# commu_m_ctrl_flat

==> commu_m_ctrl_flat/registers.png <==
(2 px per um) Other sequential cells in the stronger grey, the rest of the logic in the fainter grey.
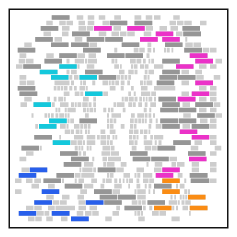

### src/rtl/commu_m_pkg.sv
// Shared constants, state encoding and small decode helpers for the commu_m
// frame sequencer (commu_m_ctrl and its byte fetcher).
package commu_m_pkg;

  localparam int FX_AW = 16;

  localparam logic [7:0] CMD_WR = 8'h57;
  localparam logic [7:0] CMD_RD = 8'h52;

  typedef enum logic [2:0] {
    ST_IDLE  = 3'd0,
    ST_HDR   = 3'd1,
    ST_WDATA = 3'd2,
    ST_RREQ  = 3'd3,
    ST_RWAIT = 3'd4,
    ST_RPUSH = 3'd5,
    ST_DONE  = 3'd6
  } state_t;

  function automatic logic is_cmd(input logic [7:0] b);
    return (b == CMD_WR) || (b == CMD_RD);
  endfunction

  // A LEN byte of zero stands for a 256-byte frame.
  function automatic logic [8:0] len_decode(input logic [7:0] b);
    return (b == 8'h00) ? 9'd256 : {1'b0, b};
  endfunction

endpackage

### src/rtl/commu_m_if.sv
// Bus bundle between commu_m_ctrl (master) and its environment: SPI rx pop,
// SPI tx push and the fx register bus.
interface commu_m_if;
  import commu_m_pkg::*;

  logic             req_ne;
  logic             req_rd;
  logic [7:0]       req_q;
  logic             rsp_full;
  logic             rsp_wr;
  logic [7:0]       rsp_data;
  logic             fx_wr;
  logic [FX_AW-1:0] fx_waddr;
  logic [7:0]       fx_data;
  logic             fx_rd;
  logic [FX_AW-1:0] fx_raddr;
  logic [7:0]       fx_q;

  modport master (
    input  req_ne, req_q, rsp_full, fx_q,
    output req_rd, rsp_wr, rsp_data, fx_wr, fx_waddr, fx_data, fx_rd, fx_raddr
  );

  modport slave (
    output req_ne, req_q, rsp_full, fx_q,
    input  req_rd, rsp_wr, rsp_data, fx_wr, fx_waddr, fx_data, fx_rd, fx_raddr
  );

endinterface

### src/rtl/commu_m_byte_fetch.sv
// Pops bytes from the SPI rx buffer one at a time and presents each captured
// byte for one cycle on byte_vld/byte_data.
module commu_m_byte_fetch (
  input  logic       clk_sys,
  input  logic       rst_n,
  input  logic       want,
  input  logic       req_ne,
  input  logic [7:0] req_q,
  output logic       req_rd,
  output logic       byte_vld,
  output logic [7:0] byte_data
);

  logic       req_rd_r;
  logic       pend_r;
  logic       byte_vld_r;
  logic [7:0] byte_data_r;

  // Only one byte is in flight at a time, so the consumer's state has already
  // advanced by the time the next pop is decided.
  always_ff @(posedge clk_sys or negedge rst_n) begin
    if (!rst_n) begin
      req_rd_r    <= 1'b0;
      pend_r      <= 1'b0;
      byte_vld_r  <= 1'b0;
      byte_data_r <= 8'h00;
    end else begin
      req_rd_r   <= want && req_ne && !req_rd_r && !pend_r && !byte_vld_r;
      pend_r     <= req_rd_r;
      byte_vld_r <= pend_r;
      if (pend_r) begin
        byte_data_r <= req_q;
      end else begin
        byte_data_r <= byte_data_r;
      end
    end
  end

  assign req_rd    = req_rd_r;
  assign byte_vld  = byte_vld_r;
  assign byte_data = byte_data_r;

endmodule

### src/rtl/commu_m_ctrl.sv
// Frame sequencer: parses W/R frames from SPI rx into fx bus cycles and pushes
// read data to SPI tx. Define COMMU_M_TMO_EN to enable the inter-byte timeout.
module commu_m_ctrl
  import commu_m_pkg::*;
#(
  parameter int RD_LAT  = 2,
  parameter int INT_W   = 16,
  parameter int TMO_CYC = 4096
) (
  input  logic      clk_sys,
  input  logic      rst_n,
  commu_m_if.master bus,
  output logic      arm_int_n,
  output logic      frm_err,
  output logic      busy
);

  localparam int INT_CW = $clog2(INT_W + 1);

  state_t           state_r,    state_nxt;
  logic             is_rd_r,    is_rd_nxt;
  logic [1:0]       hdr_cnt_r,  hdr_cnt_nxt;
  logic [FX_AW-1:0] addr_r,     addr_nxt;
  logic [8:0]       len_r,      len_nxt;
  logic [2:0]       wait_r,     wait_nxt;
  logic [INT_CW-1:0] int_cnt_r, int_cnt_nxt;
  logic             fx_wr_r,    fx_wr_nxt;
  logic [FX_AW-1:0] fx_waddr_r, fx_waddr_nxt;
  logic [7:0]       fx_data_r,  fx_data_nxt;
  logic             fx_rd_r,    fx_rd_nxt;
  logic [FX_AW-1:0] fx_raddr_r, fx_raddr_nxt;
  logic             rsp_wr_r,   rsp_wr_nxt;
  logic [7:0]       rsp_data_r, rsp_data_nxt;
  logic             frm_err_r,  frm_err_nxt;
  logic             busy_r;
  logic             arm_int_n_r;

  logic             want_s;
  logic             byte_vld_s;
  logic [7:0]       byte_data_s;

`ifdef COMMU_M_TMO_EN
  localparam int TMO_W = $clog2(TMO_CYC + 1);
  logic [TMO_W-1:0] tmo_r, tmo_nxt;
`else
  logic             unused_tmo_s;
  assign unused_tmo_s = |TMO_CYC;
`endif

  assign want_s = (state_r == ST_IDLE) || (state_r == ST_HDR) || (state_r == ST_WDATA);

  commu_m_byte_fetch u_fetch (
    .clk_sys   (clk_sys),
    .rst_n     (rst_n),
    .want      (want_s),
    .req_ne    (bus.req_ne),
    .req_q     (bus.req_q),
    .req_rd    (bus.req_rd),
    .byte_vld  (byte_vld_s),
    .byte_data (byte_data_s)
  );

  // Next-state and next-output logic for the frame FSM and interrupt timer.
  always_comb begin
    state_nxt    = state_r;
    is_rd_nxt    = is_rd_r;
    hdr_cnt_nxt  = hdr_cnt_r;
    addr_nxt     = addr_r;
    len_nxt      = len_r;
    wait_nxt     = wait_r;
    fx_wr_nxt    = 1'b0;
    fx_waddr_nxt = fx_waddr_r;
    fx_data_nxt  = fx_data_r;
    fx_rd_nxt    = 1'b0;
    fx_raddr_nxt = fx_raddr_r;
    rsp_wr_nxt   = 1'b0;
    rsp_data_nxt = rsp_data_r;
    frm_err_nxt  = frm_err_r;
    int_cnt_nxt  = (int_cnt_r != '0) ? (int_cnt_r - INT_CW'(1)) : '0;

    case (state_r)
      ST_IDLE: begin
        if (byte_vld_s && is_cmd(byte_data_s)) begin
          frm_err_nxt = 1'b0;
          is_rd_nxt   = (byte_data_s == CMD_RD);
          hdr_cnt_nxt = 2'd0;
          state_nxt   = ST_HDR;
        end else if (byte_vld_s) begin
          frm_err_nxt = 1'b1;
        end else begin
          state_nxt = ST_IDLE;
        end
      end
      ST_HDR: begin
        if (byte_vld_s) begin
          hdr_cnt_nxt = hdr_cnt_r + 2'd1;
          case (hdr_cnt_r)
            2'd0:    addr_nxt = {byte_data_s, addr_r[7:0]};
            2'd1:    addr_nxt = {addr_r[15:8], byte_data_s};
            default: begin
              len_nxt   = len_decode(byte_data_s);
              state_nxt = is_rd_r ? ST_RREQ : ST_WDATA;
            end
          endcase
        end else begin
          state_nxt = ST_HDR;
        end
      end
      ST_WDATA: begin
        if (byte_vld_s) begin
          fx_wr_nxt    = 1'b1;
          fx_waddr_nxt = addr_r;
          fx_data_nxt  = byte_data_s;
          addr_nxt     = addr_r + 16'd1;
          len_nxt      = len_r - 9'd1;
          state_nxt    = (len_r == 9'd1) ? ST_DONE : ST_WDATA;
        end else begin
          state_nxt = ST_WDATA;
        end
      end
      ST_RREQ: begin
        fx_rd_nxt    = 1'b1;
        fx_raddr_nxt = addr_r;
        wait_nxt     = 3'(RD_LAT);
        state_nxt    = ST_RWAIT;
      end
      ST_RWAIT: begin
        // wait_r reaches zero in the cycle fx_q becomes valid.
        if (wait_r == 3'd0) begin
          rsp_data_nxt = bus.fx_q;
          state_nxt    = ST_RPUSH;
        end else begin
          wait_nxt = wait_r - 3'd1;
        end
      end
      ST_RPUSH: begin
        if (!bus.rsp_full) begin
          rsp_wr_nxt = 1'b1;
          addr_nxt   = addr_r + 16'd1;
          len_nxt    = len_r - 9'd1;
          state_nxt  = (len_r == 9'd1) ? ST_DONE : ST_RREQ;
        end else begin
          state_nxt = ST_RPUSH;
        end
      end
      ST_DONE: begin
        if (is_rd_r) begin
          int_cnt_nxt = INT_CW'(INT_W);
        end else begin
          int_cnt_nxt = int_cnt_nxt;
        end
        state_nxt = ST_IDLE;
      end
      default: begin
        state_nxt = ST_IDLE;
      end
    endcase

`ifdef COMMU_M_TMO_EN
    tmo_nxt = '0;
    if ((state_r == ST_HDR) || (state_r == ST_WDATA)) begin
      if (byte_vld_s) begin
        tmo_nxt = '0;
      end else if (tmo_r == TMO_W'(TMO_CYC - 1)) begin
        frm_err_nxt = 1'b1;
        int_cnt_nxt = INT_CW'(INT_W);
        state_nxt   = ST_IDLE;
      end else begin
        tmo_nxt = tmo_r + TMO_W'(1);
      end
    end else begin
      tmo_nxt = '0;
    end
`endif
  end

  // State and registered-output update.
  always_ff @(posedge clk_sys or negedge rst_n) begin
    if (!rst_n) begin
      state_r     <= ST_IDLE;
      is_rd_r     <= 1'b0;
      hdr_cnt_r   <= 2'd0;
      addr_r      <= 16'h0000;
      len_r       <= 9'd0;
      wait_r      <= 3'd0;
      int_cnt_r   <= '0;
      fx_wr_r     <= 1'b0;
      fx_waddr_r  <= 16'h0000;
      fx_data_r   <= 8'h00;
      fx_rd_r     <= 1'b0;
      fx_raddr_r  <= 16'h0000;
      rsp_wr_r    <= 1'b0;
      rsp_data_r  <= 8'h00;
      frm_err_r   <= 1'b0;
      busy_r      <= 1'b0;
      arm_int_n_r <= 1'b1;
`ifdef COMMU_M_TMO_EN
      tmo_r       <= '0;
`endif
    end else begin
      state_r     <= state_nxt;
      is_rd_r     <= is_rd_nxt;
      hdr_cnt_r   <= hdr_cnt_nxt;
      addr_r      <= addr_nxt;
      len_r       <= len_nxt;
      wait_r      <= wait_nxt;
      int_cnt_r   <= int_cnt_nxt;
      fx_wr_r     <= fx_wr_nxt;
      fx_waddr_r  <= fx_waddr_nxt;
      fx_data_r   <= fx_data_nxt;
      fx_rd_r     <= fx_rd_nxt;
      fx_raddr_r  <= fx_raddr_nxt;
      rsp_wr_r    <= rsp_wr_nxt;
      rsp_data_r  <= rsp_data_nxt;
      frm_err_r   <= frm_err_nxt;
      busy_r      <= (state_nxt != ST_IDLE);
      arm_int_n_r <= (int_cnt_nxt == '0);
`ifdef COMMU_M_TMO_EN
      tmo_r       <= tmo_nxt;
`endif
    end
  end

  assign bus.fx_wr    = fx_wr_r;
  assign bus.fx_waddr = fx_waddr_r;
  assign bus.fx_data  = fx_data_r;
  assign bus.fx_rd    = fx_rd_r;
  assign bus.fx_raddr = fx_raddr_r;
  assign bus.rsp_wr   = rsp_wr_r;
  assign bus.rsp_data = rsp_data_r;
  assign arm_int_n    = arm_int_n_r;
  assign frm_err      = frm_err_r;
  assign busy         = busy_r;

endmodule
### src/flat_wrapper.sv
// flat-port wrapper written by rule: the top's interface ports become plain ports
module commu_m_ctrl_flat import commu_m_pkg::*;
#(
  parameter int RD_LAT  = 2,
  parameter int INT_W   = 16,
  parameter int TMO_CYC = 4096
)
  (clk_sys, rst_n, arm_int_n, frm_err, busy, bus_req_ne, bus_req_q, bus_rsp_full, bus_fx_q, bus_req_rd, bus_rsp_wr, bus_rsp_data, bus_fx_wr, bus_fx_waddr, bus_fx_data, bus_fx_rd, bus_fx_raddr);
  commu_m_if bus_i ();
  input  logic clk_sys;
  input  logic rst_n;
  output logic arm_int_n;
  output logic frm_err;
  output logic busy;
  input wire logic [$bits(bus_i.req_ne)-1:0] bus_req_ne;
  input wire logic [$bits(bus_i.req_q)-1:0] bus_req_q;
  input wire logic [$bits(bus_i.rsp_full)-1:0] bus_rsp_full;
  input wire logic [$bits(bus_i.fx_q)-1:0] bus_fx_q;
  output wire logic [$bits(bus_i.req_rd)-1:0] bus_req_rd;
  output wire logic [$bits(bus_i.rsp_wr)-1:0] bus_rsp_wr;
  output wire logic [$bits(bus_i.rsp_data)-1:0] bus_rsp_data;
  output wire logic [$bits(bus_i.fx_wr)-1:0] bus_fx_wr;
  output wire logic [$bits(bus_i.fx_waddr)-1:0] bus_fx_waddr;
  output wire logic [$bits(bus_i.fx_data)-1:0] bus_fx_data;
  output wire logic [$bits(bus_i.fx_rd)-1:0] bus_fx_rd;
  output wire logic [$bits(bus_i.fx_raddr)-1:0] bus_fx_raddr;
  assign bus_i.req_ne = bus_req_ne;
  assign bus_i.req_q = bus_req_q;
  assign bus_i.rsp_full = bus_rsp_full;
  assign bus_i.fx_q = bus_fx_q;
  assign bus_req_rd = bus_i.req_rd;
  assign bus_rsp_wr = bus_i.rsp_wr;
  assign bus_rsp_data = bus_i.rsp_data;
  assign bus_fx_wr = bus_i.fx_wr;
  assign bus_fx_waddr = bus_i.fx_waddr;
  assign bus_fx_data = bus_i.fx_data;
  assign bus_fx_rd = bus_i.fx_rd;
  assign bus_fx_raddr = bus_i.fx_raddr;
  commu_m_ctrl #(.RD_LAT(RD_LAT), .INT_W(INT_W), .TMO_CYC(TMO_CYC)) u_core (.clk_sys(clk_sys), .rst_n(rst_n), .bus(bus_i), .arm_int_n(arm_int_n), .frm_err(frm_err), .busy(busy));
endmodule
### config.mk
export PLATFORM = sky130hd
export DESIGN_NAME = commu_m_ctrl_flat
export DESIGN_NICKNAME = d
export VERILOG_FILES = /design/src/rtl/commu_m_pkg.sv /design/src/rtl/commu_m_if.sv /design/src/rtl/commu_m_byte_fetch.sv /design/src/rtl/commu_m_ctrl.sv /design/src/flat_wrapper.sv
export SDC_FILE = /design/constraint.sdc
export NUM_CORES = 1
export LEC_CHECK = 0
export CORE_MARGIN = 2
export CORE_UTILIZATION = 45
export DETAILED_ROUTE_END_ITERATION = 6
export GPL_TIMING_DRIVEN = 0
export PLACE_DENSITY = 0.64
export SYNTH_ARGS = -nofsm -noshare
export SYNTH_HDL_FRONTEND = slang
export SYNTH_SLANG_ARGS = --single-unit
### constraint.sdc
create_clock -name clk_sys -period 2.1 [get_ports clk_sys]
set_input_delay 0.525 -clock clk_sys [delete_from_list [all_inputs] [get_ports clk_sys]]
set_output_delay 0.525 -clock clk_sys [all_outputs]
set_load 0.02 [all_outputs]
# pipe_stage_skid

[src/rtl/pipe_stage_skid.sv]
`default_nettype none
// ============================================================================
// Module   : pipe_stage_skid
// Purpose  : Valid/ready pipeline stage with 2-entry skid, flush and
//            optional stall counter (enabled by macro PIPE_STAGE_PERF_EN).
// Revision : 1.0
// ============================================================================
module pipe_stage_skid #(
  parameter int DATA_W = 128,
  parameter int CTRL_W = 16,
  parameter int PERF_W = 32
) (
  input  logic              clk_i,
  input  logic              rst_i,
  input  logic              in_valid_i,
  output logic              in_ready_o,
  input  logic [DATA_W-1:0] in_data_i,
  input  logic [CTRL_W-1:0] in_ctrl_i,
  output logic              out_valid_o,
  input  logic              out_ready_i,
  output logic [DATA_W-1:0] out_data_o,
  output logic [CTRL_W-1:0] out_ctrl_o,
  input  logic              flush_i,
  output logic [1:0]        occupancy_o,
  output logic [PERF_W-1:0] stall_cnt_o
);

  typedef enum logic [1:0] {
    S_EMPTY = 2'd0,
    S_FULL  = 2'd1,
    S_SKID  = 2'd2
  } state_t;

  state_t             state_q, state_d;
  logic [DATA_W-1:0]  head_data_q, head_data_d;
  logic [CTRL_W-1:0]  head_ctrl_q, head_ctrl_d;
  logic [DATA_W-1:0]  skid_data_q, skid_data_d;
  logic [CTRL_W-1:0]  skid_ctrl_q, skid_ctrl_d;
  logic               in_fire;
  logic               out_fire;

  // Handshake outputs come from registered state only.
  assign in_ready_o  = (state_q != S_SKID);
  assign out_valid_o = (state_q != S_EMPTY);
  assign out_data_o  = head_data_q;
  assign out_ctrl_o  = out_valid_o ? head_ctrl_q : '0;
  assign occupancy_o = state_q;

  assign in_fire  = in_valid_i & in_ready_o;
  assign out_fire = out_valid_o & out_ready_i;

  always_comb begin
    state_d     = state_q;
    head_data_d = head_data_q;
    head_ctrl_d = head_ctrl_q;
    skid_data_d = skid_data_q;
    skid_ctrl_d = skid_ctrl_q;
    case (state_q)
      S_EMPTY: begin
        if (in_fire) begin
          state_d     = S_FULL;
          head_data_d = in_data_i;
          head_ctrl_d = in_ctrl_i;
        end
      end
      S_FULL: begin
        if (in_fire && out_fire) begin
          head_data_d = in_data_i;
          head_ctrl_d = in_ctrl_i;
        end else if (in_fire) begin
          state_d     = S_SKID;
          skid_data_d = in_data_i;
          skid_ctrl_d = in_ctrl_i;
        end else if (out_fire) begin
          state_d = S_EMPTY;
        end
      end
      S_SKID: begin
        if (out_fire) begin
          state_d     = S_FULL;
          head_data_d = skid_data_q;
          head_ctrl_d = skid_ctrl_q;
          skid_data_d = '0;
          skid_ctrl_d = '0;
        end
      end
      default: state_d = S_EMPTY;
    endcase
    // Flush invalidates everything; payload registers simply keep their value.
    if (flush_i) begin
      state_d     = S_EMPTY;
      head_data_d = head_data_q;
      head_ctrl_d = head_ctrl_q;
      skid_data_d = skid_data_q;
      skid_ctrl_d = skid_ctrl_q;
    end
  end

  always_ff @(posedge clk_i) begin
    if (rst_i) begin
      state_q     <= S_EMPTY;
      head_data_q <= '0;
      head_ctrl_q <= '0;
      skid_data_q <= '0;
      skid_ctrl_q <= '0;
    end else begin
      state_q     <= state_d;
      head_data_q <= head_data_d;
      head_ctrl_q <= head_ctrl_d;
      skid_data_q <= skid_data_d;
      skid_ctrl_q <= skid_ctrl_d;
    end
  end

`ifdef PIPE_STAGE_PERF_EN
  localparam logic [PERF_W-1:0] PERF_ONE = {{(PERF_W-1){1'b0}}, 1'b1};
  logic [PERF_W-1:0] stall_q;

  // Saturating count of stalled output cycles; flush does not touch it.
  always_ff @(posedge clk_i) begin
    if (rst_i) begin
      stall_q <= '0;
    end else if (out_valid_o && !out_ready_i && (stall_q != '1)) begin
      stall_q <= stall_q + PERF_ONE;
    end
  end

  assign stall_cnt_o = stall_q;
`else
  assign stall_cnt_o = '0;
`endif

endmodule
`default_nettype wire

[config.mk]
export PLATFORM = sky130hd
export DESIGN_NAME = pipe_stage_skid
export DESIGN_NICKNAME = d
export VERILOG_FILES = /design/src/rtl/pipe_stage_skid.sv
export SDC_FILE = /design/constraint.sdc
export NUM_CORES = 1
export LEC_CHECK = 0
export ABC_AREA = 1
export CAP_MARGIN = 0
export CORE_UTILIZATION = 58
export CTS_BUF_LIST = sky130_fd_sc_hd__clkbuf_16
export CTS_CLUSTER_DIAMETER = 200
export DETAILED_ROUTE_END_ITERATION = 7
export DONT_BUFFER_PORTS = 1
export HOLD_SLACK_MARGIN = 0.05
export PLACE_DENSITY = 0.74
export SYNTH_ARGS = -nofsm -noshare
export SYNTH_HDL_FRONTEND = slang
export SYNTH_SLANG_ARGS = --single-unit
export TNS_END_PERCENT = 20
[constraint.sdc]
create_clock -name clk_i -period 4.25 [get_ports clk_i]
set_input_delay 0.85 -clock clk_i [delete_from_list [all_inputs] [get_ports clk_i]]
set_output_delay 0.85 -clock clk_i [all_outputs]
set_load 0.1 [all_outputs]
==> commu_m_ctrl_flat/port_nets.png <==
(4 px per um)
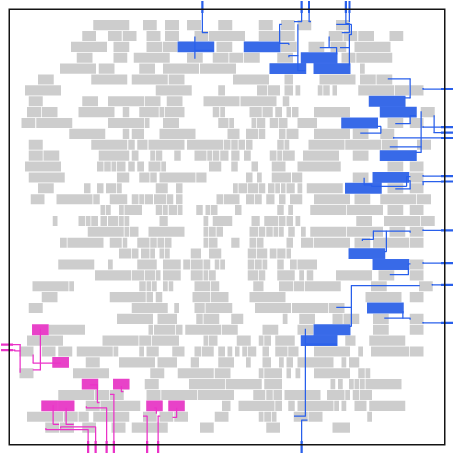
blue -> bus_fx_waddr  # direction output, end cells 16, buffers 16, wire 316 um
magenta -> bus_fx_q  # direction input, end cells 8, buffers 8, wire 127 um

Notes on commu_m_ctrl_flat/registers.png above:
orange -> u_core.int_cnt_r  # flops 5, where bottom right
cyan -> u_core.len_r  # flops 9
magenta -> u_core.bus.fx_waddr  # flops 16
blue -> u_core.bus.rsp_data  # flops 8, where bottom left

==> flow_results.org, commu_m_ctrl_flat <==
#+TITLE: Flow metrics

** Status
- Outcome :: complete, no violations

** Route
- After detailed routing, the met2 layer carries 5.08 mm of wire.
- Final antenna-violating net count :: 0
- Top sig layer :: met4
- DRT Pass-1 Iters :: 6

** Finish
- For the completed layout, the total cell area is recorded as 6050 um^2.
- Final #Nets :: 555
- Number of non-clock buffers in the layout :: 98
- The fraction of cell area in sequential cells is reported as 43.0%.
- Buffers outside the clock tree occupy 15.2% of the routed design's cell area.

** Die
- The total area inside the core boundary comes to 10700 um^2.
- Chip footprint :: 11800 um^2

** Setup path
- Slack of the worst reg-to-reg path :: 0.25 ns
- For this run, the slowest stage of the critical path takes 0.59 ns.
- Endpoint required time on the critical path :: 1.57 ns
- Reg-to-reg critical path startpoint :: u_core.len_r[6]
- Logic depth along the worst register-to-register path is recorded as 5.

** Timing
- Setup repair after global routing left no endpoint under its margin.
- Once routing completed, OpenROAD measured the worst setup slack at 0.0909 ns.

** Power and ir drop
- Switching power :: 3.78 mW
- Cell internal power was estimated by the tool at 5.61 mW.
- VDD sags by at most 0.676 mV.

** Global routing
- The layer flagged by global routing as most heavily used is met2.
- Via count of the first global-routing pass :: 3703

** Yosys
- In the synthesis report, Yosys lists the chip area as 4910 um^2.
- The synthesized instance count is 440.
## commu_m_ctrl_flat: power by group through the flow
stage               Sequential (mW)  Clock, mW  Combinational, mW
floorplan                      4.01          0               2.45
global placement               3.68          0               4.38
detailed placement             3.72          0               4.46
CTS                            3.68       1.30               4.47
global route                   3.82       1.39               4.90
finish                         3.68       1.26               4.44
==> pipe_stage_skid/port_nets.png <==
(3 px per um)
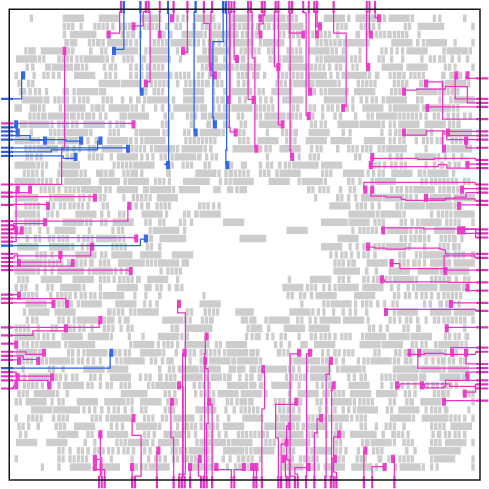
magenta -> in_data_i  # direction input, end cells 128, buffers 0, wire 2580 um
blue -> in_ctrl_i  # direction input, end cells 16, buffers 0, wire 460 um

==> flow_results.org, pipe_stage_skid <==
#+TITLE: Flow metrics

** Global routing
- Entering global routing, the biggest net connects 171 pins.
- Via count of the first global-routing pass :: 10500
- Global-route usage over all layers :: 24.5%
- First-pass GRT wire length :: 49.5 mm

** Status
- The flow ran to the end, and the final reports show no timing, DRC or antenna violations.

** Timing
- Final worst-path cycle share :: 70.2%
- Total negative setup slack :: 0 ns

** Min path
- STA shows the worst min-delay path finishing at occupancy_o[0].

** Setup path
- By instance count, the cell type seen most on the critical path is nand2_1.
- Worst reg2reg path endpoint :: out_data_o[100]
- According to the timing report, the critical path is launched from occupancy_o[1].
- The worst register-to-register path begins at occupancy_o[1].
- The timing report shows that the slowest cell on the worst path is dfxtp_1.
- Buffer-and-inverter tally for the worst setup path :: 2
- Critical path arrival :: 3.42 ns

** CTS
- Post-cts repair resize count :: 0
- TritonCTS built the clock tree.
- Per the CTS log, the maximum H-tree level is 1.
- The longest clock path from root to sink contains 3 buffers.

** Yosys
- For this run, the chip area from Yosys synthesis comes to 13800 um^2.

** Finish
- Clock buffer count :: 31
- Flop count :: 290

** Route
- DRT Pass-1 Iters :: 5
- Summed over all layers, the routed wires come to 30.5 mm.
- Top sig layer :: met4
- Per the detail_route log, met2 wirelength is 13.5 mm.

** Power and ir drop
- Cell internal power dissipation :: 4.42 mW
- Total sequential power :: 3.60 mW

** Flow run
- Tally of max-capacitance violations :: 0

** Die
- Core Density at Floorplan :: 59.1%
pipe_stage_skid: through the flow:
stage | util, % | worst slack (ns) | area [um^2] | cells | power [mW]
after global routing | 62.4 | 1.06 | 14600 | 2565 | 7.02
after global placement | 58.5 | 1.44 | 13700 | 2508 | 4.35
final | 62.4 | 1.27 | 14600 | 2565 | 6.74
after detailed placement | 58.5 | 1.36 | 13700 | 2508 | 4.37
after floorplan | - | 0.542 | 13900 | 2318 | 4.29
after CTS | 62.4 | 1.33 | 14600 | 2565 | 6.80

# sap_run_controller

==> sap_run_controller/cell_classes.png <==
(3 px per um)
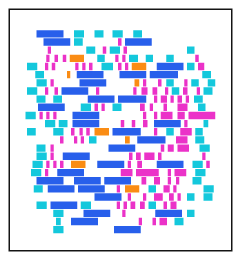
==> sap_run_controller/final_placement.png <==
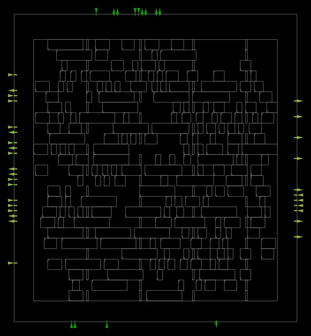
<file path="config.mk">
export PLATFORM = sky130hd
export DESIGN_NAME = sap_run_controller
export DESIGN_NICKNAME = d
export VERILOG_FILES = /design/src/rtl/sap_pkg.sv /design/src/rtl/sap_btn_sync.sv /design/src/rtl/sap_run_controller.sv
export SDC_FILE = /design/constraint.sdc
export NUM_CORES = 1
export LEC_CHECK = 0
export ABC_AREA = 1
export CELL_PAD_IN_SITES_DETAIL_PLACEMENT = 1
export CELL_PAD_IN_SITES_GLOBAL_PLACEMENT = 1
export CORE_ASPECT_RATIO = 1.1
export CORE_MARGIN = 5
export CORE_UTILIZATION = 30
export CTS_CLUSTER_SIZE = 20
export DETAILED_ROUTE_END_ITERATION = 8
export GPL_TIMING_DRIVEN = 0
export MAX_ROUTING_LAYER = met4
export PLACE_DENSITY_LB_ADDON = 0.1
export SYNTH_ARGS = -nofsm -noshare
export SYNTH_HDL_FRONTEND = slang
export SYNTH_SLANG_ARGS = --single-unit
</file>
<file path="constraint.sdc">
create_clock -name clk -period 1.55 [get_ports clk]
set_clock_uncertainty 0.2 [all_clocks]
set_input_delay 0.155 -clock clk [delete_from_list [all_inputs] [get_ports clk]]
set_output_delay 0.155 -clock clk [all_outputs]
set_load 0.02 [all_outputs]
</file>
<file path="src/rtl/sap_pkg.sv">
// sap_pkg: shared mode encoding and SAP-1 timing/opcode constants for the run controller.
package sap_pkg;
  typedef enum logic [2:0] {
    MODE_IDLE   = 3'd0,
    MODE_PROG   = 3'd1,
    MODE_RUN    = 3'd2,
    MODE_STEP   = 3'd3,
    MODE_HALTED = 3'd4
  } mode_t;
  localparam logic [2:0] T_LAST     = 3'd6;
  localparam logic [3:0] HLT_OPCODE = 4'hF;
  localparam logic [2:0] HLT_TSTATE = 3'd3;
  localparam int         ADDR_W     = 4;
  localparam int         DATA_W     = 8;
endpackage

</file>
<file path="src/rtl/sap_btn_sync.sv">
// sap_btn_sync: 2-flop synchronizer with a third flop for rising-edge detection.
module sap_btn_sync (
  input  logic clk,
  input  logic rst_n,
  input  logic i_btn,
  output logic o_sync,
  output logic o_rise
);
  logic [2:0] r_sh;
  always_ff @(posedge clk or negedge rst_n)
    if (!rst_n) r_sh <= '0;
    else        r_sh <= {r_sh[1:0], i_btn};
  assign o_sync = r_sh[1];
  assign o_rise = r_sh[1] & ~r_sh[2];
endmodule

</file>
<file path="src/rtl/sap_run_controller.sv">
// sap_run_controller: SAP-1 front-panel controller for RAM loading, run/step/stop and HLT detection.
module sap_run_controller
  import sap_pkg::*;
(
  input  logic              clk,
  input  logic              reset,
  input  logic [3:0]        opcode,
  input  logic              run_btn,
  input  logic              step_btn,
  input  logic              prog_mode,
  input  logic              prog_wr_btn,
  input  logic [ADDR_W-1:0] prog_addr,
  input  logic [DATA_W-1:0] prog_data,
  output logic              cpu_en,
  output logic              cpu_rst_n,
  output logic              ram_we,
  output logic [ADDR_W-1:0] ram_addr,
  output logic [DATA_W-1:0] ram_wdata,
  output logic [2:0]        t_state,
  output logic [2:0]        mode
);
  logic w_run_s, w_run_r, w_step_s, w_step_r, w_wr_s, w_wr_r, w_prog_s, w_prog_r;
  logic w_run, w_step, w_wr, w_prog;
  mode_t r_mode, w_mode_nx;
  logic [2:0] r_t, w_t_nx;
  logic r_stop, w_stop_nx, r_cpu_en, w_en_nx, r_cpu_rst_n, w_rst_n_nx, r_ram_we, w_we_nx;
  logic w_halt, w_last;
  logic [ADDR_W-1:0] r_addr;
  logic [DATA_W-1:0] r_wdata;

  sap_btn_sync u_run  (.clk(clk), .rst_n(reset), .i_btn(run_btn),     .o_sync(w_run_s),  .o_rise(w_run_r));
  sap_btn_sync u_step (.clk(clk), .rst_n(reset), .i_btn(step_btn),    .o_sync(w_step_s), .o_rise(w_step_r));
  sap_btn_sync u_wr   (.clk(clk), .rst_n(reset), .i_btn(prog_wr_btn), .o_sync(w_wr_s),   .o_rise(w_wr_r));
  sap_btn_sync u_prog (.clk(clk), .rst_n(reset), .i_btn(prog_mode),   .o_sync(w_prog_s), .o_rise(w_prog_r));

  // a rise always coincides with its synchronized level, so these terms are exact
  assign w_run  = w_run_r & w_run_s;
  assign w_step = w_step_r & w_step_s;
  assign w_wr   = w_wr_r & w_wr_s;
  assign w_prog = w_prog_s | w_prog_r;

  assign w_halt = (r_mode == MODE_RUN || r_mode == MODE_STEP) && r_t == HLT_TSTATE && opcode == HLT_OPCODE;
  assign w_last = r_cpu_en && r_t == T_LAST;

  always_ff @(posedge clk or negedge reset)
    if (!reset) begin
      r_mode      <= MODE_IDLE;
      r_t         <= '0;
      r_stop      <= 1'b0;
      r_cpu_en    <= 1'b0;
      r_cpu_rst_n <= 1'b0;
      r_ram_we    <= 1'b0;
      r_addr      <= '0;
      r_wdata     <= '0;
    end else begin
      r_mode      <= w_mode_nx;
      r_t         <= w_t_nx;
      r_stop      <= w_stop_nx;
      r_cpu_en    <= w_en_nx;
      r_cpu_rst_n <= w_rst_n_nx;
      r_ram_we    <= w_we_nx;
      if (w_we_nx) begin
        r_addr  <= prog_addr;
        r_wdata <= prog_data;
      end
    end

  always_comb begin
    w_mode_nx = r_mode;
    case (r_mode)
      MODE_IDLE:   w_mode_nx = w_prog ? MODE_PROG : w_run ? MODE_RUN : w_step ? MODE_STEP : MODE_IDLE;
      MODE_PROG:   w_mode_nx = w_prog ? MODE_PROG : MODE_IDLE;
      MODE_RUN:    w_mode_nx = w_halt ? MODE_HALTED : (w_last && r_stop) ? MODE_IDLE : MODE_RUN;
      MODE_STEP:   w_mode_nx = w_halt ? MODE_HALTED : w_last ? MODE_IDLE : MODE_STEP;
      MODE_HALTED: w_mode_nx = w_prog ? MODE_PROG : MODE_HALTED;
      default:     w_mode_nx = MODE_IDLE;
    endcase
    w_t_nx    = (w_mode_nx == MODE_PROG) ? 3'd0 : (!r_cpu_en || w_halt) ? r_t : (r_t == T_LAST) ? 3'd0 : r_t + 3'd1;
    w_stop_nx = r_mode == MODE_RUN && w_mode_nx == MODE_RUN && (r_stop || w_run);
  end

  // cpu_en is registered, so it is decided one cycle ahead from the next mode and T-state
  always_comb begin
    w_en_nx    = (w_mode_nx == MODE_RUN || w_mode_nx == MODE_STEP) && !(w_t_nx == HLT_TSTATE && opcode == HLT_OPCODE);
    w_rst_n_nx = w_mode_nx != MODE_PROG;
    w_we_nx    = r_mode == MODE_PROG && w_wr;
  end

  assign cpu_en    = r_cpu_en;
  assign cpu_rst_n = r_cpu_rst_n;
  assign ram_we    = r_ram_we;
  assign ram_addr  = r_addr;
  assign ram_wdata = r_wdata;
  assign t_state   = r_t;
  assign mode      = r_mode;
endmodule
</file>
==> flow_results.org <==
#+TITLE: Flow metrics

** Setup path
- The worst setup path is of the reg -> reg kind.
- Reg-to-reg critical path startpoint :: t_state[0]

** Yosys
- Yosys reports the multiplexer fraction of the synthesized area as 0%.
- After synthesis, flip-flops and latches occupy 61.7% of the total area.
- Syn_nets :: 164
- The warning tally printed by Yosys for this design is 0.

** Route
- In the routed design, unresolved DRC markers number 0.
- DRT Pass-1 Iters :: 2

** Finish
- Measured on the final layout, buffering overhead outside the clock network stands at 26.0%.

** Timing
- Across all setup checks in the final design, the least slack found is -0.157 ns.
- The end-of-flow timing check tallies setup violations at 5.

** Status
- Violations in the final reports :: negative setup slack
- The run finished, with violations left.

** Global routing
- In this run the most used layer during global routing was met2.

** Die
- Overall die height :: 80.0 um
- In this run the count of I/O pins placed on the die edge is 43.
- Horizontal die size :: 73.7 um

** Min path
- The report gives the cell count of the worst hold path as 1.

** Power and ir drop
- Sequential power share :: 37.1%
Notes on sap_run_controller/cell_classes.png above:
orange -> clock drivers and dummy loads  # cells 8, share of their area 4.2%
magenta -> all other logic  # cells 106, share of their area 27%
blue -> flip-flops  # cells 33, share of their area 42%
cyan -> other buffers and delay cells  # cells 61, share of their area 27%

Notes on sap_run_controller/final_placement.png above:
sequential fraction of total cell area: 40.5%
flop count: 33
num tapcells: 54
fin cells: 262
Fill cells: 513

[cell usage after synthesis, drive strengths merged]
cell type	n	area, um^2
nand2	56	235
o21bai	1	7.51
nand4	2	18.8
buf	2	10.0
dfrtp	33	826
nor2	16	82.6
inv	14	52.6
o21ai	2	10.0
a31oi	1	6.26
a21oi	3	18.8
ha	1	12.5
a22oi	1	7.51
nand3	9	50.1
[what timing repair did]
action / CTS / global route
resized: 31 / 9
endpoints found under the hold margin: 33 / 0
pin swaps: 5 / 3
hold buffers: 1 / 0
endpoints found under the setup margin: 36 / 18
buffers inserted: 5 / 11


==> layout pictures side by side <==
Routed clock nets over the placement.
image #1
(3 px per um)
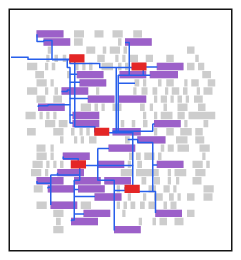
image #2
(2 px per um)
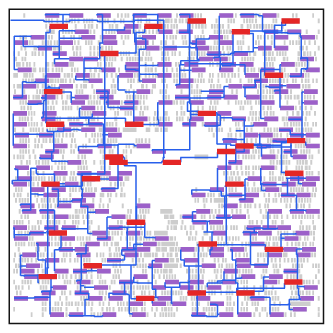
image #3
(2 px per um)
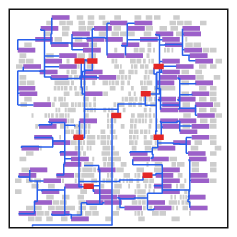
- most sequential cells: image #2
- largest die: image #2
pipe_stage_skid -> image #2
sap_run_controller -> image #1
commu_m_ctrl_flat -> image #3

No activity file was given, so power comes from the tool's default toggle rates.
